######## design 1 ########
## config.mk

```make
export PLATFORM = sky130hd
export DESIGN_NAME = pixel_frame_capture
export DESIGN_NICKNAME = d
export VERILOG_FILES = /design/src/rtl/pixel_frame_capture_pkg.sv /design/src/rtl/pixel_frame_capture_skid_fifo2.sv /design/src/rtl/pixel_frame_capture.sv
export SDC_FILE = /design/constraint.sdc
export NUM_CORES = 1
export LEC_CHECK = 0
export ABC_CLOCK_PERIOD_IN_PS = 2200
export CAP_MARGIN = 40
export CORE_ASPECT_RATIO = 1.1
export CORE_MARGIN = 1.5
export CORE_UTILIZATION = 47
export DETAILED_ROUTE_END_ITERATION = 8
export PLACE_DENSITY = 0.76
export SKIP_CTS_REPAIR_TIMING = 1
export SYNTH_ARGS = -nofsm -noshare
export SYNTH_HDL_FRONTEND = slang
export SYNTH_SLANG_ARGS = --single-unit
```

## constraint.sdc

```tcl
create_clock -name clk -period 2.2 [get_ports clk]
set_clock_uncertainty 0.05 [all_clocks]
set_input_delay 0.22 -clock clk [delete_from_list [all_inputs] [get_ports clk]]
set_output_delay 0.22 -clock clk [all_outputs]
set_load 0.02 [all_outputs]
```

## src/rtl/pixel_frame_capture_pkg.sv

```systemverilog
// Shared image-size constants, capture FSM encoding and frame-size helper
// used by both the pixel source and this frame-capture sink.
package pixel_frame_capture_pkg;

    localparam int IMG_W_DEF    = 256;
    localparam int IMG_H_DEF    = 128;
    localparam int CHANNELS_DEF = 3;
    localparam int DW_DEF       = 8;
    localparam int AW_DEF       = 17;

    typedef enum logic [1:0] {
        ST_IDLE,
        ST_CAPTURE,
        ST_DONE
    } cap_state_t;

    function automatic int frame_total(input int w, input int h, input int c);
        return w * h * c;
    endfunction

endpackage

```

## src/rtl/pixel_frame_capture_skid_fifo2.sv

```systemverilog
// Two-entry FIFO decoupling the upstream byte handshake from the frame
// buffer write port; head is the oldest stored byte.
module pixel_frame_capture_skid_fifo2 #(
    parameter int DW = 8
) (
    input  logic          clk,
    input  logic          rst,
    input  logic          push,
    input  logic [DW-1:0] push_data,
    input  logic          pop,
    output logic [DW-1:0] head,
    output logic          full,
    output logic          empty,
    output logic [1:0]    count
);

    logic [DW-1:0] mem [2];
    logic          wr_ptr;
    logic          rd_ptr;
    logic          do_push;
    logic          do_pop;

    always_comb begin
        do_push = push && !full;
        do_pop  = pop && !empty;
    end

    always_ff @(posedge clk or posedge rst) begin
        if (rst) begin
            mem[0] <= '0;
            mem[1] <= '0;
            wr_ptr <= 1'b0;
            rd_ptr <= 1'b0;
            count  <= 2'd0;
        end else begin
            if (do_push) begin
                mem[wr_ptr] <= push_data;
                wr_ptr      <= !wr_ptr;
            end
            if (do_pop) begin
                rd_ptr <= !rd_ptr;
            end
            count <= count + 2'(do_push) - 2'(do_pop);
        end
    end

    assign head  = mem[rd_ptr];
    assign full  = (count == 2'd2);
    assign empty = (count == 2'd0);

endmodule

```

## src/rtl/pixel_frame_capture.sv

```systemverilog
// Frame capture sink: accepts processed bytes over valid/ready, buffers them
// in a 2-entry FIFO and writes one full frame sequentially into a frame buffer.
module pixel_frame_capture
    import pixel_frame_capture_pkg::*;
#(
    parameter int IMG_W    = IMG_W_DEF,
    parameter int IMG_H    = IMG_H_DEF,
    parameter int CHANNELS = CHANNELS_DEF,
    parameter int DW       = DW_DEF,
    parameter int AW       = AW_DEF
) (
    input  logic          clk,
    input  logic          rst,
    input  logic          start,
    input  logic          pix_valid,
    input  logic [DW-1:0] pix_data,
    output logic          pix_ready,
    output logic          mem_we,
    output logic [AW-1:0] mem_addr,
    output logic [DW-1:0] mem_wdata,
    input  logic          mem_wready,
    output logic          busy,
    output logic          frame_done,
    output logic [AW-1:0] byte_count
);

    localparam int            TOTAL     = frame_total(IMG_W, IMG_H, CHANNELS);
    localparam int            CW        = AW + 1;
    localparam logic [AW-1:0] LAST_ADDR = AW'(TOTAL - 1);
    localparam logic [CW-1:0] TOTAL_CNT = CW'(TOTAL);

    cap_state_t    state;
    cap_state_t    state_next;
    logic [DW-1:0] fifo_head;
    logic          fifo_full;
    logic          fifo_empty;
    logic [1:0]    fifo_count;
    logic [1:0]    count_next;
    logic          push;
    logic          pop;
    logic [CW-1:0] accept_count;
    logic [CW-1:0] accept_next;

    pixel_frame_capture_skid_fifo2 #(.DW(DW)) u_fifo (
        .clk       (clk),
        .rst       (rst),
        .push      (push),
        .push_data (pix_data),
        .pop       (pop),
        .head      (fifo_head),
        .full      (fifo_full),
        .empty     (fifo_empty),
        .count     (fifo_count)
    );

    // accept_count caps intake at one frame so the last-cycle slot of
    // CAPTURE can never swallow a byte belonging to the next frame
    always_comb begin
        push        = pix_valid && pix_ready && !fifo_full;
        pop         = mem_we && mem_wready && !fifo_empty;
        count_next  = fifo_count + 2'(push) - 2'(pop);
        accept_next = (state == ST_IDLE) ? '0 : accept_count + CW'(push);
        state_next  = state;
        case (state)
            ST_IDLE:    if (start) state_next = ST_CAPTURE;
            ST_CAPTURE: if (pop && (byte_count == LAST_ADDR)) state_next = ST_DONE;
            ST_DONE:    state_next = ST_IDLE;
            default:    state_next = ST_IDLE;
        endcase
    end

    always_ff @(posedge clk or posedge rst) begin
        if (rst) begin
            state        <= ST_IDLE;
            accept_count <= '0;
            pix_ready    <= 1'b0;
            mem_we       <= 1'b0;
            byte_count   <= '0;
        end else begin
            state        <= state_next;
            accept_count <= accept_next;
            pix_ready    <= (state_next == ST_CAPTURE) && (count_next != 2'd2)
                            && (accept_next != TOTAL_CNT);
            mem_we       <= (state_next == ST_CAPTURE) && (count_next != 2'd0);
            if ((state == ST_IDLE) && start) begin
                byte_count <= '0;
            end else if (pop) begin
                byte_count <= byte_count + AW'(1);
            end
        end
    end

    assign mem_addr   = byte_count;
    assign mem_wdata  = fifo_head;
    assign busy       = (state == ST_CAPTURE);
    assign frame_done = (state == ST_DONE);

endmodule

```

Design 1, metal layers overlaid:
Scale: 3 px per µm. Only two layers are drawn.
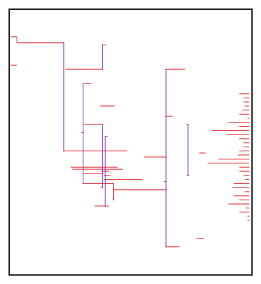
Key: red = met3 [wire length 304 µm]; purple = met4 [wire length 198 µm]
wire per inst: 14.18 µm
Tot GR Track Use: 18.83%
drt total wl: 6337 µm

==> impl_metrics.env <==
# physical design summary
export IMPL_fill_cells=497
export IMPL_min_path_type="input pin to asynchronous set/reset pin"
export IMPL_setup_slack_ns=0.1010
export IMPL_cts_tree="built"
export IMPL_mi_logic_area_um2=1445
export IMPL_cts_sinks=59
export IMPL_dieHeight_um=88.12
export IMPL_grt_start_max_net_pins=60
export IMPL_crit_fanout=5
export IMPL_place_ws_ns=-0.3110
export IMPL_routed_top_layer="met4"
export IMPL_final_clk_cell_share_pct=4.708
export IMPL_ant_nets=0
export IMPL_worst_path_largest_cell_delay_ns=0.43
export IMPL_most_common_cell="dfrtp_1"
export IMPL_tns_ns=0
export IMPL_worstSkewPairLatency_ns=0.34
export IMPL_rr_startpoint="u_fifo.count[1]$_DFF_PP0_"
export IMPL_path_class="flop to flop"
export IMPL_warnings=26
export IMPL_seqCellArea_um2=1479
export IMPL_area_delta_synth_final_pct=29.63
export IMPL_status="completed"
export IMPL_arrival_ns=2.26
export IMPL_r2r_cells=9
export IMPL_path_buffers=0
export IMPL_combAreaFraction_pct=36.02
export IMPL_gr_usage_met2_pct=30.33
export IMPL_route_met3_wl_um=303
export IMPL_fin_cells=447
export IMPL_worst_setup_path_start_kind="flop"
export IMPL_synthTopCellsByCount="dfrtp_1 (59), nor2_1 (37), mux2_2 (20), xnor2_1 (20)"
export IMPL_fp_nets=319
export IMPL_clockBufferDepth=2
export IMPL_buf_share_pct=18.90
export IMPL_grt_pass1_vias=2279
export IMPL_layout_top_cell="clkdlybuf4s50_1"
Design 1, metal 4:
Scale: 4 px per µm.
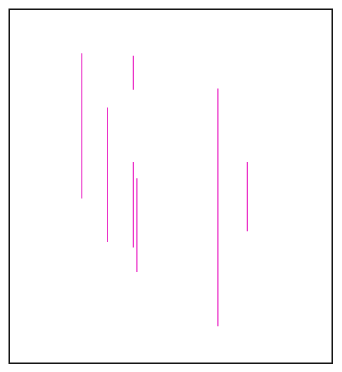
The layer carries 198 µm of wire. The layer holds 3.1% of the routed length. The longest straight run is 59.2 µm.
total number of vias: 2369

through the flow:
step | hold WS (ns) | instance area (µm²) | power (W)
after global placement | 0.4133 | 3790 | 0.003151
after CTS | 0.2063 | 3979 | 0.004157
after floorplan | 0.3017 | 3115 | 0.002624
after detailed placement | 0.4292 | 3790 | 0.003209
final | 0.2031 | 4013 | 0.004146
after global routing | 0.2341 | 4013 | 0.004388
power breakdown:
group	internal, W	switching [W]
combinational	0.000873	0.000752
sequential	0.00136	0.000229
clock	0.000471	0.000459
worst max path at each step:
stage,start,end,slack (ns),cells past startpoint
after floorplan,pix_ready$_DFF_PP0_,pix_ready$_DFF_PP0_,0.02,10
after global placement,pix_valid,pix_ready$_DFF_PP0_,-0.22,10
after detailed placement,pix_valid,pix_ready$_DFF_PP0_,-0.31,10
after CTS,u_fifo.count[1]$_DFF_PP0_,pix_ready$_DFF_PP0_,-0.006,8
after global routing,u_fifo.count[1]$_DFF_PP0_,pix_ready$_DFF_PP0_,-0.002,9
final,u_fifo.count[1]$_DFF_PP0_,pix_ready$_DFF_PP0_,0.10,9

######## design 2 ########
Design 2, metal 4:
Scale: 2 px per µm.
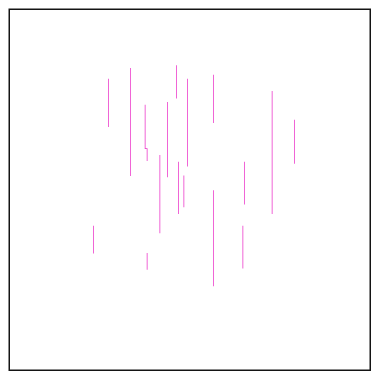
`src/rtl/io_display_bcd.sv`:
```
// io_display_bcd: captures saida on IO and converts it to BCD one bit per cycle (shift-add-3), then drives active-low 7-segment digits.
// Latency: DATA_W+1 falling edges from the load edge to updated displays and the done pulse; one conversion per DATA_W+2 cycles back-to-back.
// Backpressure: IO is honoured only in IDLE (busy=0); strobes during a conversion are dropped, and reset aborts any conversion.
module io_display_bcd #(
  parameter int DATA_W   = 32,
  parameter int DIGITS   = 8,
  parameter int SIGNED   = 0,
  parameter int BLANK_LZ = 1
) (
  input  logic                  sys_clock,
  input  logic                  reset,
  input  logic                  IO,
  input  logic [DATA_W-1:0]     saida,
  output logic [7*DIGITS-1:0]   displays,
  output logic                  busy,
  output logic                  done,
  output logic                  overflow
);

  localparam int BCD_W = 4 * DIGITS;
  localparam int CNT_W = $clog2(DATA_W + 1);

  localparam logic [6:0] SEG_BLANK = 7'h7F;
  localparam logic [6:0] SEG_DASH  = 7'h3F;
  localparam logic [6:0] SEG_ZERO  = 7'h40;

  typedef enum logic [1:0] {S_IDLE, S_CONV, S_UPDATE} state_t;

  state_t              state_q;
  logic [DATA_W-1:0]   shreg_q;
  logic [BCD_W-1:0]    bcd_q;
  logic [CNT_W-1:0]    cnt_q;
  logic                neg_q;
  logic                ovf_q;
  logic [7*DIGITS-1:0] displays_q;
  logic                busy_q;
  logic                done_q;
  logic                overflow_q;

  logic [BCD_W-1:0]    bcd_adj_d;
  logic [DATA_W-1:0]   mag_d;
  logic                neg_d;
  logic [7*DIGITS-1:0] displays_d;
  logic                overflow_d;
  int                  nsig;

  // Digit decode: 0-9 to active-low segments (g = bit 6); anything else blank.
  function automatic logic [6:0] seg_of(input logic [3:0] nib);
    logic [6:0] s;
    case (nib)
      4'd0: s = 7'h40;
      4'd1: s = 7'h79;
      4'd2: s = 7'h24;
      4'd3: s = 7'h30;
      4'd4: s = 7'h19;
      4'd5: s = 7'h12;
      4'd6: s = 7'h02;
      4'd7: s = 7'h78;
      4'd8: s = 7'h00;
      4'd9: s = 7'h10;
      default: s = 7'h7F;
    endcase
    return s;
  endfunction

  // Magnitude and sign of the incoming word; -2^(DATA_W-1) maps to 2^(DATA_W-1), which still fits unsigned.
  always_comb begin
    neg_d = (SIGNED != 0) && saida[DATA_W-1];
    mag_d = neg_d ? (~saida + 1'b1) : saida;
  end

  // Add-3 correction on every BCD nibble that is 5 or more, ahead of the shift.
  always_comb begin
    bcd_adj_d = bcd_q;
    for (int i = 0; i < DIGITS; i++) begin
      if (bcd_q[4*i +: 4] >= 4'd5) bcd_adj_d[4*i +: 4] = bcd_q[4*i +: 4] + 4'd3;
    end
  end

  // Segment image for the finished BCD value: significance, sign placement, blanking, overflow dashes.
  always_comb begin
    nsig = 1;
    for (int i = 0; i < DIGITS; i++) begin
      if (bcd_q[4*i +: 4] != 4'd0) nsig = i + 1;
    end
    // A negative value needs one spare digit for its minus sign.
    overflow_d = ovf_q || (neg_q && (nsig == DIGITS));
    displays_d = '0;
    for (int k = 0; k < DIGITS; k++) begin
      logic [6:0] seg;
      seg = seg_of(bcd_q[4*k +: 4]);
      if (overflow_d) begin
        seg = SEG_DASH;
      end else begin
        if ((BLANK_LZ != 0) && (k >= nsig)) seg = SEG_BLANK;
        if (neg_q) begin
          if ((BLANK_LZ != 0) && (k == nsig)) seg = SEG_DASH;
          if ((BLANK_LZ == 0) && (k == DIGITS - 1)) seg = SEG_DASH;
        end
      end
      displays_d[7*k +: 7] = seg;
    end
  end

  // Control FSM and datapath registers; all state moves on the falling edge, reset first.
  always_ff @(negedge sys_clock) begin
    if (!reset) begin
      state_q    <= S_IDLE;
      shreg_q    <= '0;
      bcd_q      <= '0;
      cnt_q      <= '0;
      neg_q      <= 1'b0;
      ovf_q      <= 1'b0;
      displays_q <= {DIGITS{SEG_ZERO}};
      busy_q     <= 1'b0;
      done_q     <= 1'b0;
      overflow_q <= 1'b0;
    end else begin
      done_q <= 1'b0;
      case (state_q)
        S_IDLE: begin
          if (IO) begin
            shreg_q <= mag_d;
            neg_q   <= neg_d;
            bcd_q   <= '0;
            cnt_q   <= '0;
            ovf_q   <= 1'b0;
            busy_q  <= 1'b1;
            state_q <= S_CONV;
          end
        end
        S_CONV: begin
          bcd_q   <= {bcd_adj_d[BCD_W-2:0], shreg_q[DATA_W-1]};
          shreg_q <= {shreg_q[DATA_W-2:0], 1'b0};
          if (bcd_adj_d[BCD_W-1]) ovf_q <= 1'b1;
          cnt_q <= cnt_q + 1'b1;
          if (cnt_q == CNT_W'(DATA_W - 1)) state_q <= S_UPDATE;
        end
        S_UPDATE: begin
          displays_q <= displays_d;
          overflow_q <= overflow_d;
          done_q     <= 1'b1;
          busy_q     <= 1'b0;
          state_q    <= S_IDLE;
        end
        default: state_q <= S_IDLE;
      endcase
    end
  end

  assign displays = displays_q;
  assign busy     = busy_q;
  assign done     = done_q;
  assign overflow = overflow_q;

endmodule

```
`config.mk`:
```
export PLATFORM = sky130hd
export DESIGN_NAME = io_display_bcd
export DESIGN_NICKNAME = d
export VERILOG_FILES = /design/src/rtl/io_display_bcd.sv
export SDC_FILE = /design/constraint.sdc
export NUM_CORES = 1
export LEC_CHECK = 0
export ABC_AREA = 1
export CORE_MARGIN = 4
export CORE_UTILIZATION = 30
export CTS_CLUSTER_DIAMETER = 200
export DETAILED_ROUTE_END_ITERATION = 12
export SLEW_MARGIN = 30
export SYNTH_ARGS = -nofsm -noshare
export SYNTH_HDL_FRONTEND = slang
export SYNTH_SLANG_ARGS = --single-unit
```
`constraint.sdc`:
```
create_clock -name sys_clock -period 2.5 [get_ports sys_clock]
set_input_delay 0.5 -clock sys_clock [delete_from_list [all_inputs] [get_ports sys_clock]]
set_output_delay 0.5 -clock sys_clock [all_outputs]
set_load 0.05 [all_outputs]
```
==> impl_metrics.env <==
# physical design summary
export IMPL_status="finished with violations"
export IMPL_violations="setup timing"
export IMPL_num_nets_final=1694
export IMPL_cp_num_cells=13
export IMPL_max_vdd_ir_drop_mv=0.3798
export IMPL_setup_slack_ns=-0.3057
export IMPL_holdBufCountCts=0
export IMPL_gr_usage_met3_pct=5.376
export IMPL_drc=0
export IMPL_mi_logic_area_um2=5345
export IMPL_grt_pass1_vias=9531
export IMPL_place_ws_ns=-1.248
export IMPL_ff_count=188
export IMPL_synth_area_um2=8850
export IMPL_holdPathEnd="displays[53]$_SDFFE_NN0P_"
export IMPL_cp_cell_sequence="buf_6 > nand2_4 > nor2_4 > nor2_8 > buf_8 > nand2_4 > a21oi_4 > inv_2 > ha_4 > inv_2 > o21ai_1 > nand2_1 > nand2_1"
export IMPL_async_flop_share_pct=0
export IMPL_area_delta_synth_final_pct=62.72
export IMPL_grt_busiest_layer="met2"
export IMPL_grt_start_max_net_pins=55
export IMPL_critPathTopFamily="simple AND/OR/NAND/NOR gates"
export IMPL_ff_type="dfxtp_1"
export IMPL_buf_share_pct=19.58
export IMPL_dominant_cells="logic gates"
export IMPL_syn_inst=1201
export IMPL_r2r_cells=11
export IMPL_r2r_slack_ns=0.30
export IMPL_tightestPinTransition_ns=0.5287
export IMPL_avgRoutedWirePerCell_um=12.87
export IMPL_gr_usage_met2_pct=26.19
export IMPL_warnings=259
export IMPL_p_clk_w=0.00399
export IMPL_diodes=0
export IMPL_synthAoiAreaFrac_pct=15.57
export IMPL_finalSetupViolCount=152
export IMPL_timing_hold_ws_ns=0.4094
export IMPL_power_density_nw_per_um2=527.4
export IMPL_combAreaFraction_pct=37.12
export IMPL_cts_resized=201
export IMPL_antenna_found_initial=0
export IMPL_rsz0062_at_grt="yes"
Notes on 'metal 4' of design 2 above:
The longest straight run is 61.2 µm. The wires run mostly vertical. The layer holds 2.0% of the routed length. 13 nets have wire on it.
drt total wl: 25700 µm
total number of vias: 9215

synth_stat cells (all sizes together) (2+ instances only):
cell	instances	area share, %
nand2	352	15
dfxtp	188	43
inv	141	6.0
o21ai	124	7.4
nand3	80	4.5
nor2	69	3.4
ha	59	8.3
a21oi	55	3.2
a31oi	31	2.2
buf	25	1.6
clkbuf	21	0.89
o211ai	11	0.93
nand4	9	0.64
or2	9	0.64
nand3b	8	0.68
o221a	6	0.76
o31ai	6	0.51
a32o	2	0.23
metrics by stage:
| step | utilization, % | cells | cell area [µm²] | TNS (ns) | power (W) |
|---|---|---|---|---|---|
| 6_report | 49.77 | 1997 | 14400 | -26.28 | 0.007595 |
| 5_1_grt | 49.77 | 1997 | 14400 | -33.28 | 0.008130 |
| 4_1_cts | 48.19 | 1983 | 13940 | -23.14 | 0.007762 |
| 3_5_place_dp | 40.58 | 1736 | 11740 | -128.80 | 0.004020 |
| 3_3_place_gp | 40.58 | 1736 | 11740 | -126.28 | 0.004012 |
| 2_1_floorplan | - | 1201 | 9255 | -37.95 | 0.003882 |

######## design 3 ########
File: src/rtl/ins_fetch_if.sv
// Bundle of fetch-unit signals: control (start/halt), instruction-memory port and consumer handshake.
interface ins_fetch_if #(
  parameter int unsigned ADDR_WIDTH = 8,
  parameter int unsigned INS_WIDTH  = 9
);
  logic                  start;
  logic [ADDR_WIDTH-1:0] start_addr;
  logic [ADDR_WIDTH-1:0] PC_address;
  logic                  rEn;
  logic [INS_WIDTH-1:0]  instruction;
  logic [INS_WIDTH-1:0]  ir;
  logic [ADDR_WIDTH-1:0] ir_pc;
  logic                  ir_valid;
  logic                  ir_ready;
  logic                  branch_en;
  logic [ADDR_WIDTH-1:0] branch_addr;
  logic                  halted;

  modport master (
    input  start, start_addr, instruction, ir_ready, branch_en, branch_addr,
    output PC_address, rEn, ir, ir_pc, ir_valid, halted
  );

  modport slave (
    output start, start_addr, instruction, ir_ready, branch_en, branch_addr,
    input  PC_address, rEn, ir, ir_pc, ir_valid, halted
  );
endinterface

File: src/rtl/ins_fetch.sv
// Instruction fetch unit: one fetch per FETCH/WAIT/DELIVER round trip, with redirect and halt.
module ins_fetch #(
  parameter int unsigned         ADDR_WIDTH = 8,
  parameter int unsigned         INS_WIDTH  = 9,
  parameter logic [INS_WIDTH-1:0] HALT_INS  = INS_WIDTH'(9'h000)
) (
  input  logic          clk,
  input  logic          rst,
  ins_fetch_if.master   bus
);

  localparam logic [2:0] ST_IDLE    = 3'd0;
  localparam logic [2:0] ST_FETCH   = 3'd1;
  localparam logic [2:0] ST_WAIT    = 3'd2;
  localparam logic [2:0] ST_DELIVER = 3'd3;
  localparam logic [2:0] ST_HALT    = 3'd4;

  logic [2:0]            state, state_nxt;
  logic [ADDR_WIDTH-1:0] pc, pc_nxt;
  logic [INS_WIDTH-1:0]  ir, ir_nxt;
  logic [ADDR_WIDTH-1:0] ir_pc, ir_pc_nxt;
  logic                  ren_q, ir_valid_q, halted_q;

  // Next-state and datapath updates
  always_comb begin
    state_nxt = state;
    pc_nxt    = pc;
    ir_nxt    = ir;
    ir_pc_nxt = ir_pc;
    case (state)
      ST_IDLE, ST_HALT: begin
        if (bus.start) begin
          pc_nxt    = bus.start_addr;
          state_nxt = ST_FETCH;
        end
      end
      ST_FETCH: state_nxt = ST_WAIT;
      ST_WAIT: begin
        ir_nxt    = bus.instruction;
        ir_pc_nxt = pc;
        pc_nxt    = pc + ADDR_WIDTH'(1);
        state_nxt = ST_DELIVER;
      end
      ST_DELIVER: begin
        // Halt wins over a same-cycle branch; the pc is left untouched.
        if (bus.ir_ready) begin
          if (ir == HALT_INS) begin
            state_nxt = ST_HALT;
          end else begin
            if (bus.branch_en) pc_nxt = bus.branch_addr;
            state_nxt = ST_FETCH;
          end
        end
      end
      default: state_nxt = ST_IDLE;
    endcase
  end

  // State, datapath and state-decoded outputs registered together
  always_ff @(posedge clk) begin
    if (rst) begin
      state      <= ST_IDLE;
      pc         <= '0;
      ir         <= '0;
      ir_pc      <= '0;
      ren_q      <= 1'b0;
      ir_valid_q <= 1'b0;
      halted_q   <= 1'b0;
    end else begin
      state      <= state_nxt;
      pc         <= pc_nxt;
      ir         <= ir_nxt;
      ir_pc      <= ir_pc_nxt;
      ren_q      <= (state_nxt == ST_FETCH);
      ir_valid_q <= (state_nxt == ST_DELIVER);
      halted_q   <= (state_nxt == ST_HALT);
    end
  end

  assign bus.PC_address = pc;
  assign bus.rEn        = ren_q;
  assign bus.ir         = ir;
  assign bus.ir_pc      = ir_pc;
  assign bus.ir_valid   = ir_valid_q;
  assign bus.halted     = halted_q;

endmodule
File: src/flat_wrapper.sv
// flat-port wrapper written by rule: the top's interface ports become plain ports
module ins_fetch_flat 
#(
  parameter int unsigned         ADDR_WIDTH = 8,
  parameter int unsigned         INS_WIDTH  = 9,
  parameter logic [INS_WIDTH-1:0] HALT_INS  = INS_WIDTH'(9'h000)
)
  (clk, rst, bus_start, bus_start_addr, bus_instruction, bus_ir_ready, bus_branch_en, bus_branch_addr, bus_PC_address, bus_rEn, bus_ir, bus_ir_pc, bus_ir_valid, bus_halted);
  ins_fetch_if #(.ADDR_WIDTH(ADDR_WIDTH), .INS_WIDTH(INS_WIDTH)) bus_i ();
  input  logic clk;
  input  logic rst;
  input wire logic [$bits(bus_i.start)-1:0] bus_start;
  input wire logic [$bits(bus_i.start_addr)-1:0] bus_start_addr;
  input wire logic [$bits(bus_i.instruction)-1:0] bus_instruction;
  input wire logic [$bits(bus_i.ir_ready)-1:0] bus_ir_ready;
  input wire logic [$bits(bus_i.branch_en)-1:0] bus_branch_en;
  input wire logic [$bits(bus_i.branch_addr)-1:0] bus_branch_addr;
  output wire logic [$bits(bus_i.PC_address)-1:0] bus_PC_address;
  output wire logic [$bits(bus_i.rEn)-1:0] bus_rEn;
  output wire logic [$bits(bus_i.ir)-1:0] bus_ir;
  output wire logic [$bits(bus_i.ir_pc)-1:0] bus_ir_pc;
  output wire logic [$bits(bus_i.ir_valid)-1:0] bus_ir_valid;
  output wire logic [$bits(bus_i.halted)-1:0] bus_halted;
  assign bus_i.start = bus_start;
  assign bus_i.start_addr = bus_start_addr;
  assign bus_i.instruction = bus_instruction;
  assign bus_i.ir_ready = bus_ir_ready;
  assign bus_i.branch_en = bus_branch_en;
  assign bus_i.branch_addr = bus_branch_addr;
  assign bus_PC_address = bus_i.PC_address;
  assign bus_rEn = bus_i.rEn;
  assign bus_ir = bus_i.ir;
  assign bus_ir_pc = bus_i.ir_pc;
  assign bus_ir_valid = bus_i.ir_valid;
  assign bus_halted = bus_i.halted;
  ins_fetch #(.ADDR_WIDTH(ADDR_WIDTH), .INS_WIDTH(INS_WIDTH), .HALT_INS(HALT_INS)) u_core (.clk(clk), .rst(rst), .bus(bus_i));
endmodule
File: config.mk
export PLATFORM = sky130hd
export DESIGN_NAME = ins_fetch_flat
export DESIGN_NICKNAME = d
export VERILOG_FILES = /design/src/rtl/ins_fetch_if.sv /design/src/rtl/ins_fetch.sv /design/src/flat_wrapper.sv
export SDC_FILE = /design/constraint.sdc
export NUM_CORES = 1
export LEC_CHECK = 0
export ABC_AREA = 1
export CORE_MARGIN = 5
export CORE_UTILIZATION = 43
export CTS_BUF_LIST = sky130_fd_sc_hd__clkbuf_4 sky130_fd_sc_hd__clkbuf_8 sky130_fd_sc_hd__clkbuf_16
export CTS_CLUSTER_DIAMETER = 50
export CTS_CLUSTER_SIZE = 10
export DETAILED_ROUTE_END_ITERATION = 7
export GPL_TIMING_DRIVEN = 0
export PLACE_DENSITY_LB_ADDON = 0.1
export SLEW_MARGIN = 20
export SYNTH_ARGS = -nofsm -noshare
export SYNTH_HDL_FRONTEND = slang
export SYNTH_SLANG_ARGS = --single-unit
File: constraint.sdc
create_clock -name clk -period 1.7 [get_ports clk]
set_input_delay 0.17 -clock clk [delete_from_list [all_inputs] [get_ports clk]]
set_output_delay 0.17 -clock clk [all_outputs]
set_load 0.01 [all_outputs]
Design 3, metal layers overlaid:
Scale: 4 px per µm. Only two layers are drawn.
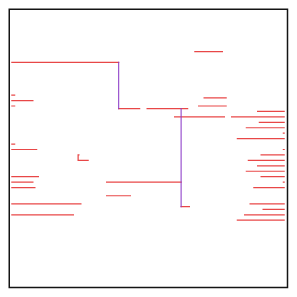
Key: red = met3 [wire length 296 µm]; purple = met4 [wire length 36.0 µm]
drt total wl: 4131 µm
wire per inst: 12.37 µm
Tot GR Track Use: 18.00%
total number of vias: 1600

==> impl_metrics.env <==
# physical design summary
export IMPL_area_delta_synth_final_pct=45.48
export IMPL_antenna_found_initial=0
export IMPL_port_buffers=57
export IMPL_ioPinCount=58
export IMPL_tightestPinTransition_ns=0.4341
export IMPL_min_path_type="input pin to flop"
export IMPL_place_ws_ns=0.1420
export IMPL_p_seq_share_pct=44.5
export IMPL_drt_met1_wl_um=1916
export IMPL_holdBufCountCts=0
export IMPL_power_density_nw_per_um2=931.4
export IMPL_power_frac_clock_pct=22.1
export IMPL_top_register="u_core.bus.ir"
export IMPL_cts_tree="built"
export IMPL_cp_cell_sequence="clkdlybuf4s50_1"
export IMPL_grt_start_max_net_pins=11
export IMPL_fin_area_um2=2193
export IMPL_status="completed"
export IMPL_lay_top_cells="nand2_1 (59), clkdlybuf4s50_1 (57), nor2_1 (43)"
export IMPL_grt_pass1_vias=1577
export IMPL_gr_usage_met3_pct=6.667
export IMPL_ys_cells=223
export IMPL_post_dp_cell_area_um2=2136
export IMPL_ff_type="dfxtp_1"
export IMPL_yosysTopAreaCell="dfxtp_1"
export IMPL_dp_cells=326
export IMPL_period_needed_ns=1.607
export IMPL_worst_path_largest_cell_delay_ns=0.60
export IMPL_avgSynthCellArea_um2=6.761
export IMPL_warnings=26
export IMPL_slowest_stage="clkdlybuf4s50_1"
export IMPL_die_w_um=69.22
export IMPL_cts_setup_buffers=0
export IMPL_fp_nets=254
export IMPL_power_top_group="sequential cells"
export IMPL_layout_top_cell="nand2_1"
export IMPL_async_flop_share_pct=0
export IMPL_dieArea_um2=4791
export IMPL_finalSetupViolCount=0
export IMPL_p_sw_w=0.0006939
export IMPL_tns_ns=0
export IMPL_syn_inst=223
export IMPL_finClkSkew_ns=0.01599
export IMPL_holdPathStages=3
export IMPL_pg_comb_w=0.000681
export IMPL_max_slew_margin_pct=71.06
export IMPL_clockBufferDepth=2
export IMPL_synth_area_um2=1508
export IMPL_dp_hpwl_um=3129
Design 3, clock wiring as the flow saved it:
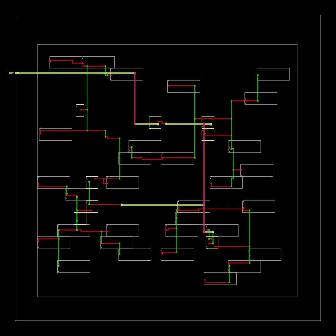
Clock Sinks: 31
Clk power: 0.000452 W
Flops: 31
cts bufs inserted: 5
Skew-Pair Late Insertion Delay: 0.33 ns

-- cells in the mapped netlist, types with 3 or more instances --
master,instances
dfxtp_1,31
nor2_1,43
nand3_1,16
a21oi_1,10
inv_1,16
buf_6,3
nand2_1,59
inv_2,5
nor2_2,4
o21ai_0,15
nor3_1,4
-- area by class of cell --
| type | instances | area, µm² |
|---|---|---|
| Timing Repair Buffer | 57 | 570.5 |
| Clock buffer | 7 | 52.55 |
| Inverter | 21 | 78.83 |
| Buffer | 6 | 50.05 |
| Clock inverter | 1 | 5.005 |
| Tap cell | 46 | 57.56 |
| Sequential cell | 31 | 620.6 |
| Multi-Input combinational cell | 165 | 758.2 |
| Fill cell | 331 | 1170 |
-- cells by family (layout without fill, tap and decap cells) --
| family | Yosys count | after routing | synth area share, % |
|---|---|---|---|
| AND-OR/OR-AND | 31 | 31 | 11.62 |
| adder cells (fa/ha/maj) | 1 | 1 | 0.8297 |
| buffers and inverters | 27 | 92 | 8.547 |
| flip-flops | 31 | 31 | 41.16 |
| AND/OR/NAND/NOR | 133 | 133 | 37.84 |

######## design 4 ########
Design 4, clock wiring as the flow saved it:
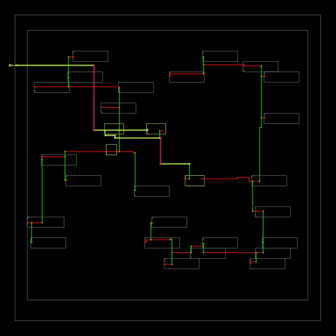
Design 4, clock wires, drivers and flops:
Scale: 6 px per µm.
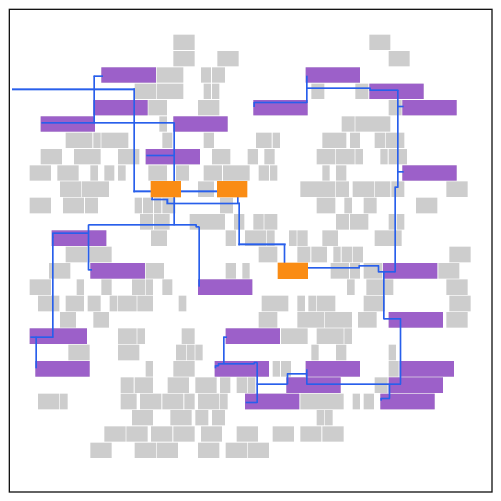
==> config.mk <==
export PLATFORM = sky130hd
export DESIGN_NAME = batch_arbiter
export DESIGN_NICKNAME = d
export VERILOG_FILES = /design/src/rtl/batch_arbiter.sv
export SDC_FILE = /design/constraint.sdc
export NUM_CORES = 1
export LEC_CHECK = 0
export CAP_MARGIN = 10
export CELL_PAD_IN_SITES_DETAIL_PLACEMENT = 0
export CELL_PAD_IN_SITES_GLOBAL_PLACEMENT = 2
export CORE_MARGIN = 3
export CORE_UTILIZATION = 31
export DETAILED_ROUTE_END_ITERATION = 10
export PLACE_DENSITY_LB_ADDON = 0.3
export SLEW_MARGIN = 5
export SYNTH_ARGS = -nofsm -noshare
export SYNTH_HDL_FRONTEND = slang
export SYNTH_SLANG_ARGS = --single-unit
==> constraint.sdc <==
create_clock -name clk -period 4 [get_ports clk]
set_input_delay 0.4 -clock clk [delete_from_list [all_inputs] [get_ports clk]]
set_output_delay 0.4 -clock clk [all_outputs]
set_load 0.02 [all_outputs]
==> src/rtl/batch_arbiter.sv <==
// Two-requester batch arbiter: round-robin grant, STEPS saturating additions
// per batch into a shared accumulator, FULL lock-out until clr/en/rst.
module batch_arbiter #(
  parameter int unsigned LIMIT_ONE = 30,
  parameter int unsigned LIMIT_ALL = 100,
  parameter int unsigned STEPS     = 4
) (
  input  logic       clk,
  input  logic       rst,
  input  logic       en,
  input  logic       clr,
  input  logic [1:0] req,
  input  logic [5:0] qty0,
  input  logic [5:0] qty1,
  output logic [1:0] grant,
  output logic       add_en,
  output logic [5:0] add_val,
  output logic [9:0] sum,
  output logic [2:0] step_cnt,
  output logic       done,
  output logic       full,
  output logic       warn,
  output logic       busy
);

  localparam logic [5:0] LIM_ONE = 6'(LIMIT_ONE);
  localparam logic [9:0] LIM_ALL = 10'(LIMIT_ALL);
  localparam logic [2:0] STEPS_W = 3'(STEPS);

  typedef enum logic [1:0] {IDLE, ADD, DONE, FULL} state_t;

  state_t     r_state;
  logic [1:0] r_grant;
  logic [5:0] r_add_val;
  logic [9:0] r_sum;
  logic [2:0] r_step_cnt;
  logic       r_warn;
  logic       r_last_gnt;

  logic       w_pick;
  logic [1:0] w_pick_oh;
  logic [5:0] w_qty;
  logic       w_legal;
  logic [9:0] w_sum_add;

  // Round-robin pick and legality of the picked quantity
  always_comb begin
    w_pick = 1'b0;
    case (req)
      2'b01:   w_pick = 1'b0;
      2'b10:   w_pick = 1'b1;
      2'b11:   w_pick = ~r_last_gnt;
      default: w_pick = 1'b0;
    endcase
    w_pick_oh = w_pick ? 2'b10 : 2'b01;
    w_qty     = w_pick ? qty1 : qty0;
    w_legal   = (w_qty != 6'd0) && (w_qty <= LIM_ONE);
    // 10-bit sum of values <= LIMIT_ALL and < 64 cannot wrap
    w_sum_add = r_sum + {4'b0000, r_add_val};
  end

  // Controller FSM; clr outranks en, en outranks normal operation
  always_ff @(posedge clk or posedge rst) begin
    if (rst) begin
      r_state    <= IDLE;
      r_grant    <= '0;
      r_add_val  <= '0;
      r_sum      <= '0;
      r_step_cnt <= '0;
      r_warn     <= 1'b0;
      r_last_gnt <= 1'b1;
    end else begin
      r_warn <= 1'b0;
      if (clr) begin
        r_state    <= IDLE;
        r_grant    <= '0;
        r_step_cnt <= '0;
        r_sum      <= '0;
      end else if (!en) begin
        r_state    <= IDLE;
        r_grant    <= '0;
        r_step_cnt <= '0;
      end else begin
        case (r_state)
          IDLE: begin
            if (req != 2'b00) begin
              r_last_gnt <= w_pick;
              if (w_legal) begin
                r_grant    <= w_pick_oh;
                r_add_val  <= w_qty;
                r_step_cnt <= '0;
                r_state    <= ADD;
              end else begin
                r_warn <= 1'b1;
              end
            end
          end
          ADD: begin
            if (w_sum_add < LIM_ALL) begin
              r_sum      <= w_sum_add;
              r_step_cnt <= r_step_cnt + 3'd1;
              if (r_step_cnt + 3'd1 == STEPS_W) r_state <= DONE;
            end else begin
              r_sum   <= LIM_ALL;
              r_grant <= '0;
              r_state <= FULL;
            end
          end
          DONE: begin
            r_grant    <= '0;
            r_step_cnt <= '0;
            r_state    <= IDLE;
          end
          FULL: r_state <= FULL;
          default: r_state <= IDLE;
        endcase
      end
    end
  end

  assign grant    = r_grant;
  assign add_val  = r_add_val;
  assign sum      = r_sum;
  assign step_cnt = r_step_cnt;
  assign warn     = r_warn;
  assign add_en   = (r_state == ADD);
  assign done     = (r_state == DONE);
  assign full     = (r_state == FULL);
  assign busy     = (r_state == ADD) || (r_state == DONE);

endmodule

==> impl_metrics.env <==
# physical design summary
export IMPL_status="completed"
export IMPL_tns_ns=0
export IMPL_seq_share_pct=27.59
export IMPL_synthAoiAreaFrac_pct=25.44
export IMPL_cts_setup_buffers=0
export IMPL_adder_share_pct=9.971
export IMPL_std_cell_rows=26
export IMPL_htreeDepth=1
export IMPL_cp_num_cells=10
export IMPL_rsz0062_at_grt="no"
export IMPL_hp_start="grant[0]$_DFFE_PP0P_"
export IMPL_nWellTaps=70
export IMPL_p_sw_share_pct=36.80
export IMPL_cp_end_kind="flop"
export IMPL_holdPathStages=1
export IMPL_dieHeight_um=80.20
export IMPL_worstSetupStartpoint="add_val[0]$_DFFE_PP0P_"
export IMPL_p_seq_w=0.000320
export IMPL_area_delta_synth_final_pct=33.14
export IMPL_ys_seq_share_pct=36.73
export IMPL_num_multi_input_gates=144
export IMPL_synthTopCellsByCount="dfrtp_1 (24), nor2_1 (21), ha_1 (12)"
export IMPL_clk_pin_slew_ns=0.10
export IMPL_max_freq_ghz=0.3323
export IMPL_clkbuf_count=3
export IMPL_most_common_cell="dfrtp_1"
export IMPL_place_ws_ns=1.018
export IMPL_seqCellArea_um2=626.9
export IMPL_cp_cell_sequence="ha_1 > inv_1 > fa_1 > nand2b_1 > a21oi_1 > xor2_1 > o311a_1 > a211oi_2 > a21o_1 > mux2_1"
export IMPL_synth_cellmix_simpleShare_pct=18.48
export IMPL_drtPass1Iterations=4
export IMPL_r2r_slack_ns=0.99
export IMPL_timing_hold_ws_ns=0.5076
export IMPL_drt_iter0_markers=55
export IMPL_dr_total_vias=1536
export IMPL_cts_resized=0
export IMPL_power_density_nw_per_um2=353.1
export IMPL_layout_drive_gt1_share_pct=7.489
export IMPL_diodes=0
export IMPL_yosysTopAreaCell="dfrtp_1"
export IMPL_post_dp_cell_area_um2=2223
export IMPL_yosys_warnings=0
export IMPL_grt_pass1_vias=1528
export IMPL_slowest_stage="a211oi_2"
export IMPL_ant_nets=0
export IMPL_avgSynthCellArea_um2=9.429
export IMPL_dieArea_um2=6431
export IMPL_ioPinCount=44
export IMPL_gp_congestion=0.7647
export IMPL_synth_edff_count=0
export IMPL_max_slew_margin_pct=34.51
export IMPL_arrival_ns=3.17
export IMPL_num_nets_final=259
export IMPL_fp_nets=212
export IMPL_power_top_group="combinational logic"
export IMPL_ys_sh_mux_pct=4.179
export IMPL_xor_area_share_pct=2.493
export IMPL_r2r_end="grant[0]$_DFFE_PP0P_"
export IMPL_synth_top_area_share_pct=35.19
export IMPL_finalSetupViolCount=0
export IMPL_p_total_w=0.0008022
export IMPL_combPwrFrac_pct=40.4
export IMPL_worst_path_largest_cell_delay_ns=0.42
export IMPL_rr_startpoint="add_val[0]$_DFFE_PP0P_"
export IMPL_period_needed_ns=3.009
About 'clock wiring as the flow saved it' of design 4:
Clock Sinks: 25
Clk power: 0.000159 W
Flops: 25

About 'clock wires, drivers and flops' of design 4:
Key: orange = cells driving clock nets [count 3]; blue = clock wires [length 364 µm]; purple = flip-flops [count 25]
There are 4 routed clock nets.
Post-Route Skew: 0.01219 ns
Skew-Pair Late Insertion Delay: 0.28 ns
Clk pwr share: 19.8%

## flip-flops by register name, summed over array words and instances, names as in the netlist
| name | count |
|---|---|
| add_val | 6 |
| grant | 2 |
| sum | 10 |
| warn | 1 |
| step_cnt | 3 |
| r_state | 2 |
| r_last_gnt | 1 |
## per-layer routing
layer | part of all wire, % | vias to the layer above | GRT usage (%)
li1 | - | 766 | -
met1 | 49 | 730 | 20.51
met2 | 46 | 36 | 23.18
met3 | 4.9 | 4 | 2.803
met4 | 0.53 | 0 | 2.027
met5 | 0 | - | 0
## cells in the final DEF, fill, tap and decap left out, drive strengths merged, types with 2 or more instances in the layout
cell type and instances:
o2bb2ai 2, a21oi 11, a211o 3, a211oi 3, or3 3, and2 5, nor2 21, a32o 2
nand3 3, or2 3, a32oi 2, clkdlybuf4s50 43, xor2 2, nor3 4, o211ai 2, o31ai 2
nor2b 5, nand2 11, a31oi 3, o21ai 12, ha 12, o311a 2, or4 2, mux2i 6
clkbuf 3, dfrtp 24, xnor2 2, and3 2, a22o 4, a2111oi 2, inv 10, nand2b 2

######## design 5 ########
`src/rtl/isa_cycle_engine_if.sv`:
```
// rtl/isa_cycle_engine_if.sv - request/response handshake and VGA pin bundle for isa_cycle_engine
// Master is the Zorro-side decoder plus the VGA chip; slave is the cycle engine.
interface isa_cycle_engine_if;
   logic        req_valid;
   logic        req_ready;
   logic        req_rd;
   logic        req_io;
   logic        req_sa0;
   logic        req_sa12;
   logic [15:0] req_wdata;
   logic        rsp_valid;
   logic [15:0] rsp_rdata;
   logic        rsp_timeout;
   logic        WAIT;
   logic [15:0] DG_IN;
   logic [15:0] DG_OUT;
   logic        DG_OE;
   logic        BALE;
   logic        MEMR;
   logic        MEMW;
   logic        IOR;
   logic        IOW;
   logic        SA0;
   logic        SA12;

   modport master (
      output req_valid, req_rd, req_io, req_sa0, req_sa12, req_wdata, WAIT, DG_IN,
      input  req_ready, rsp_valid, rsp_rdata, rsp_timeout,
      input  DG_OUT, DG_OE, BALE, MEMR, MEMW, IOR, IOW, SA0, SA12
   );

   modport slave (
      input  req_valid, req_rd, req_io, req_sa0, req_sa12, req_wdata, WAIT, DG_IN,
      output req_ready, rsp_valid, rsp_rdata, rsp_timeout,
      output DG_OUT, DG_OE, BALE, MEMR, MEMW, IOR, IOW, SA0, SA12
   );
endinterface

```
`src/rtl/isa_cycle_engine.sv`:
```
// rtl/isa_cycle_engine.sv - drives one ISA-style VGA bus cycle per accepted request
// Every pin is a register updated on the state transition that enters the phase it belongs to.
module isa_cycle_engine #(
   parameter int unsigned SETUP_CYC   = 2,
   parameter int unsigned STROBE_MIN  = 3,
   parameter int unsigned HOLD_CYC    = 2,
   parameter int unsigned TIMEOUT_CYC = 250
) (
   input  logic              mclk,
   input  logic              reset,
   isa_cycle_engine_if.slave bus
);
   typedef enum logic [2:0] {
      IDLE, ADDR, STROBE, WAITRDY, SAMPLE, HOLD, DONE
   } state_t;

   state_t      state_q;
   logic [15:0] cnt_q;
   logic        rd_q, io_q, timeout_q;
   logic        wait_s1_q, wait_s_q;
   logic [15:0] rdata_q;
   logic        req_ready_q, rsp_valid_q, rsp_timeout_q;
   logic [15:0] rsp_rdata_q, dg_out_q;
   logic        dg_oe_q, bale_q, memr_q, memw_q, ior_q, iow_q, sa0_q, sa12_q;

   always_ff @(posedge mclk) begin
      if (reset) begin
         wait_s1_q <= 1'b0;
         wait_s_q  <= 1'b0;
      end else begin
         wait_s1_q <= bus.WAIT;
         wait_s_q  <= wait_s1_q;
      end
   end

   always_ff @(posedge mclk) begin
      if (reset) begin
         state_q       <= IDLE;
         cnt_q         <= 16'd0;
         rd_q          <= 1'b0;
         io_q          <= 1'b0;
         timeout_q     <= 1'b0;
         rdata_q       <= 16'h0000;
         req_ready_q   <= 1'b1;
         rsp_valid_q   <= 1'b0;
         rsp_timeout_q <= 1'b0;
         rsp_rdata_q   <= 16'h0000;
         dg_out_q      <= 16'h0000;
         dg_oe_q       <= 1'b0;
         bale_q        <= 1'b1;
         memr_q        <= 1'b1;
         memw_q        <= 1'b1;
         ior_q         <= 1'b1;
         iow_q         <= 1'b1;
         sa0_q         <= 1'b1;
         sa12_q        <= 1'b1;
      end else begin
         rsp_valid_q <= 1'b0;
         unique case (state_q)
            IDLE: begin
               if (bus.req_valid) begin
                  rd_q        <= bus.req_rd;
                  io_q        <= bus.req_io;
                  sa0_q       <= bus.req_sa0;
                  sa12_q      <= bus.req_sa12;
                  bale_q      <= 1'b0;
                  req_ready_q <= 1'b0;
                  dg_oe_q     <= ~bus.req_rd;
                  dg_out_q    <= bus.req_rd ? 16'h0000 : bus.req_wdata;
                  cnt_q       <= 16'd0;
                  state_q     <= ADDR;
               end
            end
            ADDR: begin
               if (cnt_q == 16'(SETUP_CYC - 1)) begin
                  cnt_q   <= 16'd0;
                  state_q <= STROBE;
                  memr_q  <= ~(rd_q & ~io_q);
                  memw_q  <= ~(~rd_q & ~io_q);
                  ior_q   <= ~(rd_q & io_q);
                  iow_q   <= ~(~rd_q & io_q);
               end else begin
                  cnt_q <= cnt_q + 16'd1;
               end
            end
            STROBE: begin
               if (cnt_q == 16'(STROBE_MIN - 1)) begin
                  cnt_q   <= 16'd0;
                  // I/O cycles never stretch, whatever WAIT says.
                  state_q <= (io_q || wait_s_q) ? SAMPLE : WAITRDY;
               end else begin
                  cnt_q <= cnt_q + 16'd1;
               end
            end
            WAITRDY: begin
               if (wait_s_q) begin
                  cnt_q   <= 16'd0;
                  state_q <= SAMPLE;
               end else if (cnt_q == 16'(TIMEOUT_CYC - 1)) begin
                  timeout_q <= 1'b1;
                  cnt_q     <= 16'd0;
                  state_q   <= SAMPLE;
               end else begin
                  cnt_q <= cnt_q + 16'd1;
               end
            end
            SAMPLE: begin
               // Staged so rsp_rdata only changes together with rsp_valid.
               if (rd_q) begin
                  rdata_q <= timeout_q ? 16'hFFFF : bus.DG_IN;
               end
               memr_q  <= 1'b1;
               memw_q  <= 1'b1;
               ior_q   <= 1'b1;
               iow_q   <= 1'b1;
               cnt_q   <= 16'd0;
               state_q <= HOLD;
            end
            HOLD: begin
               if (cnt_q == 16'(HOLD_CYC - 1)) begin
                  cnt_q         <= 16'd0;
                  state_q       <= DONE;
                  bale_q        <= 1'b1;
                  sa0_q         <= 1'b1;
                  sa12_q        <= 1'b1;
                  dg_oe_q       <= 1'b0;
                  dg_out_q      <= 16'h0000;
                  rsp_valid_q   <= 1'b1;
                  rsp_timeout_q <= timeout_q;
                  if (rd_q) begin
                     rsp_rdata_q <= rdata_q;
                  end
               end else begin
                  cnt_q <= cnt_q + 16'd1;
               end
            end
            DONE: begin
               req_ready_q <= 1'b1;
               timeout_q   <= 1'b0;
               cnt_q       <= 16'd0;
               state_q     <= IDLE;
            end
            default: state_q <= IDLE;
         endcase
      end
   end

   assign bus.req_ready   = req_ready_q;
   assign bus.rsp_valid   = rsp_valid_q;
   assign bus.rsp_rdata   = rsp_rdata_q;
   assign bus.rsp_timeout = rsp_timeout_q;
   assign bus.DG_OUT      = dg_out_q;
   assign bus.DG_OE       = dg_oe_q;
   assign bus.BALE        = bale_q;
   assign bus.MEMR        = memr_q;
   assign bus.MEMW        = memw_q;
   assign bus.IOR         = ior_q;
   assign bus.IOW         = iow_q;
   assign bus.SA0         = sa0_q;
   assign bus.SA12        = sa12_q;
endmodule
```
`src/flat_wrapper.sv`:
```
// flat-port wrapper written by rule: the top's interface ports become plain ports
module isa_cycle_engine_flat 
#(
   parameter int unsigned SETUP_CYC   = 2,
   parameter int unsigned STROBE_MIN  = 3,
   parameter int unsigned HOLD_CYC    = 2,
   parameter int unsigned TIMEOUT_CYC = 250
)
  (mclk, reset, bus_req_valid, bus_req_rd, bus_req_io, bus_req_sa0, bus_req_sa12, bus_req_wdata, bus_WAIT, bus_DG_IN, bus_req_ready, bus_rsp_valid, bus_rsp_rdata, bus_rsp_timeout, bus_DG_OUT, bus_DG_OE, bus_BALE, bus_MEMR, bus_MEMW, bus_IOR, bus_IOW, bus_SA0, bus_SA12);
  isa_cycle_engine_if bus_i ();
  input  logic mclk;
  input  logic reset;
  input wire logic [$bits(bus_i.req_valid)-1:0] bus_req_valid;
  input wire logic [$bits(bus_i.req_rd)-1:0] bus_req_rd;
  input wire logic [$bits(bus_i.req_io)-1:0] bus_req_io;
  input wire logic [$bits(bus_i.req_sa0)-1:0] bus_req_sa0;
  input wire logic [$bits(bus_i.req_sa12)-1:0] bus_req_sa12;
  input wire logic [$bits(bus_i.req_wdata)-1:0] bus_req_wdata;
  input wire logic [$bits(bus_i.WAIT)-1:0] bus_WAIT;
  input wire logic [$bits(bus_i.DG_IN)-1:0] bus_DG_IN;
  output wire logic [$bits(bus_i.req_ready)-1:0] bus_req_ready;
  output wire logic [$bits(bus_i.rsp_valid)-1:0] bus_rsp_valid;
  output wire logic [$bits(bus_i.rsp_rdata)-1:0] bus_rsp_rdata;
  output wire logic [$bits(bus_i.rsp_timeout)-1:0] bus_rsp_timeout;
  output wire logic [$bits(bus_i.DG_OUT)-1:0] bus_DG_OUT;
  output wire logic [$bits(bus_i.DG_OE)-1:0] bus_DG_OE;
  output wire logic [$bits(bus_i.BALE)-1:0] bus_BALE;
  output wire logic [$bits(bus_i.MEMR)-1:0] bus_MEMR;
  output wire logic [$bits(bus_i.MEMW)-1:0] bus_MEMW;
  output wire logic [$bits(bus_i.IOR)-1:0] bus_IOR;
  output wire logic [$bits(bus_i.IOW)-1:0] bus_IOW;
  output wire logic [$bits(bus_i.SA0)-1:0] bus_SA0;
  output wire logic [$bits(bus_i.SA12)-1:0] bus_SA12;
  assign bus_i.req_valid = bus_req_valid;
  assign bus_i.req_rd = bus_req_rd;
  assign bus_i.req_io = bus_req_io;
  assign bus_i.req_sa0 = bus_req_sa0;
  assign bus_i.req_sa12 = bus_req_sa12;
  assign bus_i.req_wdata = bus_req_wdata;
  assign bus_i.WAIT = bus_WAIT;
  assign bus_i.DG_IN = bus_DG_IN;
  assign bus_req_ready = bus_i.req_ready;
  assign bus_rsp_valid = bus_i.rsp_valid;
  assign bus_rsp_rdata = bus_i.rsp_rdata;
  assign bus_rsp_timeout = bus_i.rsp_timeout;
  assign bus_DG_OUT = bus_i.DG_OUT;
  assign bus_DG_OE = bus_i.DG_OE;
  assign bus_BALE = bus_i.BALE;
  assign bus_MEMR = bus_i.MEMR;
  assign bus_MEMW = bus_i.MEMW;
  assign bus_IOR = bus_i.IOR;
  assign bus_IOW = bus_i.IOW;
  assign bus_SA0 = bus_i.SA0;
  assign bus_SA12 = bus_i.SA12;
  isa_cycle_engine #(.SETUP_CYC(SETUP_CYC), .STROBE_MIN(STROBE_MIN), .HOLD_CYC(HOLD_CYC), .TIMEOUT_CYC(TIMEOUT_CYC)) u_core (.mclk(mclk), .reset(reset), .bus(bus_i));
endmodule
```
`config.mk`:
```
export PLATFORM = sky130hd
export DESIGN_NAME = isa_cycle_engine_flat
export DESIGN_NICKNAME = d
export VERILOG_FILES = /design/src/rtl/isa_cycle_engine_if.sv /design/src/rtl/isa_cycle_engine.sv /design/src/flat_wrapper.sv
export SDC_FILE = /design/constraint.sdc
export NUM_CORES = 1
export LEC_CHECK = 0
export ABC_CLOCK_PERIOD_IN_PS = 6500
export CORE_MARGIN = 4
export CORE_UTILIZATION = 53
export CTS_CLUSTER_SIZE = 14
export DETAILED_ROUTE_END_ITERATION = 8
export PLACE_DENSITY = 0.92
export SETUP_SLACK_MARGIN = 0.15
export SYNTH_ARGS = -nofsm -noshare
export SYNTH_HDL_FRONTEND = slang
export SYNTH_SLANG_ARGS = --single-unit
export TNS_END_PERCENT = 10
```
`constraint.sdc`:
```
create_clock -name mclk -period 6.5 [get_ports mclk]
set_clock_uncertainty 0.15 [all_clocks]
set_input_delay 1.3 -clock mclk [delete_from_list [all_inputs] [get_ports mclk]]
set_output_delay 1.3 -clock mclk [all_outputs]
set_load 0.01 [all_outputs]
```
Design 5, selected gate families:
Scale: 4 px per µm.
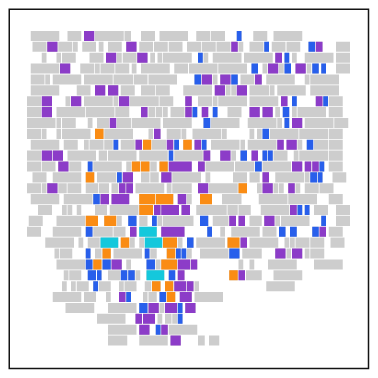
Key: cyan = adder and majority cells [cells 4, most used ha_1]; purple = inverting AOI/OAI gates [cells 91, most used a21oi_1]; blue = NAND gates [cells 66, most used nand2_1]; orange = AND and OR gates [cells 25, most used and3_1]
multi-input combinational area share: 37.61%
Finished Layout Cells: 561

[state kept, by name (all words and copies together), names as in the netlist]
register	cells
u_core.bus.SA0	1
u_core.cnt_q	16
u_core.bus.SA12	1
u_core.wait_s1_q	1
u_core.bus.DG_OE	1
u_core.bus.IOR	1
u_core.bus.rsp_rdata	16
u_core.bus.rsp_timeout	1
u_core.bus.MEMR	1
u_core.wait_s_q	1
u_core.bus.MEMW	1
u_core.bus.BALE	1
u_core.rdata_q	16
u_core.io_q	1
u_core.bus.req_ready	1
u_core.bus.IOW	1
u_core.bus.rsp_valid	1
u_core.state_q	3
u_core.bus.DG_OUT	16
u_core.timeout_q	1
u_core.rd_q	1
[Yosys cell counts (all sizes together), types with 7 or more instances]
library cell,count
a21oi,26
buf,8
a22oi,16
nand3,24
dfxtp,83
xor2,7
and3,7
a211oi,18
inv,10
o21ai,13
nor2,74
nor3,8
clkbuf,23
nand2,35
[layer usage]
metal,part of all wire (%),GRT usage (%),vias to the layer above
met2,50,37.31,132
met4,1.9,10.83,0
li1,-,-,1597
met5,0,0,-
met1,41,28.81,1564
met3,7.3,3.871,15
==> impl_metrics.env <==
# physical design summary
export IMPL_min_path_type="flop to flop"
export IMPL_buf_share_pct=18.33
export IMPL_synth_top_area_share_pct=47.26
export IMPL_seqCellArea_um2=1662
export IMPL_p_int_w=0.0008195
export IMPL_htreeDepth=3
export IMPL_dieArea_um2=8000
export IMPL_cp_end_kind="flop"
export IMPL_status="completed"
export IMPL_max_freq_ghz=0.2708
export IMPL_max_vdd_ir_drop_mv=0.1898
export IMPL_ys_sh_mux_pct=0.6050
export IMPL_maxCapViolations=0
export IMPL_worst_setup_path_start_kind="input pin"
export IMPL_num_nets_final=523
export IMPL_hp_start="u_core.wait_s1_q$_SDFF_PP0_"
export IMPL_dp_hpwl_um=6073
export IMPL_gp_congestion=0.8710
export IMPL_ys_cells=416
export IMPL_xor_area_share_pct=2.491
export IMPL_cp_num_cells=6
export IMPL_syn_inst=416
export IMPL_area_delta_synth_final_pct=27.72
export IMPL_period_needed_ns=3.692
export IMPL_drt_iter0_markers=194
export IMPL_diodes=0
export IMPL_track_usage_pct=22.67
export IMPL_adder_share_pct=1.423
export IMPL_holdBufCountCts=0
export IMPL_ant_nets=0
export IMPL_p_seq_share_pct=47.6
export IMPL_cts_sinks=83
export IMPL_num_multi_input_gates=292
export IMPL_r2r_end="u_core.cnt_q[1]$_SDFFE_PP0P_"
export IMPL_dieHeight_um=89.45
export IMPL_finalClockPeriodUsage_pct=56.80
export IMPL_cts_setup_buffers=0
export IMPL_cts_root_buf="clkbuf_8"
export IMPL_path_class="input pin to flop"
export IMPL_finalSetupViolCount=0
export IMPL_worstSkewPairLatency_ns=0.36
export IMPL_arrival_ns=3.74
export IMPL_worst_path_largest_cell_delay_ns=0.82
export IMPL_fp_nets=460
export IMPL_p_total_w=0.001256
export IMPL_slowest_stage="a31oi_1"


==> gallery <==
I/O pins on the die edge.
image #1
Scale: 6 px per µm. Pins as bars across the die edge, other pins in gray.
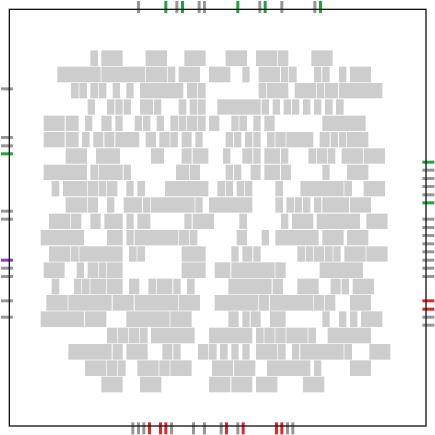
image #2
Scale: 4 px per µm. Pins as bars across the die edge, other pins in gray.
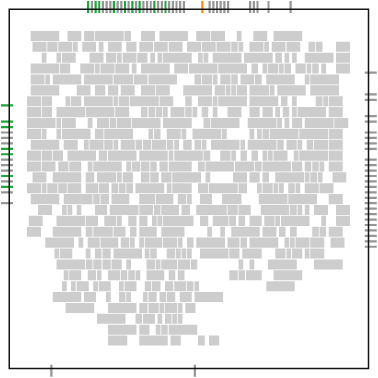
image #3
Scale: 4 px per µm. Pins as bars across the die edge, other pins in gray.
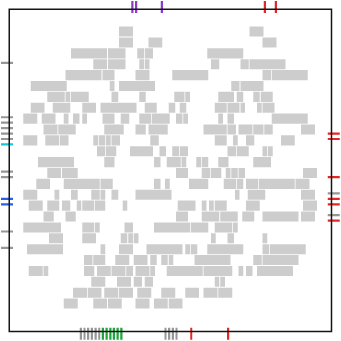
image #4
Scale: 4 px per µm. Pins as bars across the die edge, other pins in gray.
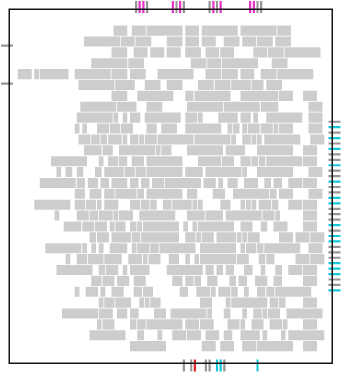
image #5
Scale: 2 px per µm. Pins as bars across the die edge, other pins in gray.
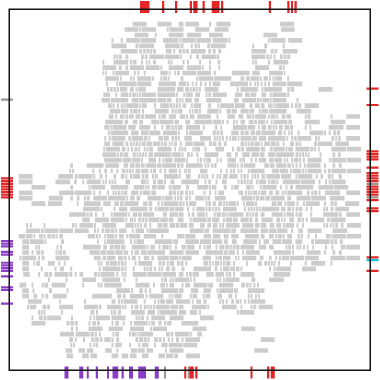
- image #2 = design 5
- image #4 = design 1
- image #3 = design 4
- image #1 = design 3
- image #5 = design 2
- largest die: image #5

Power is estimated from default activity; no workload was simulated.
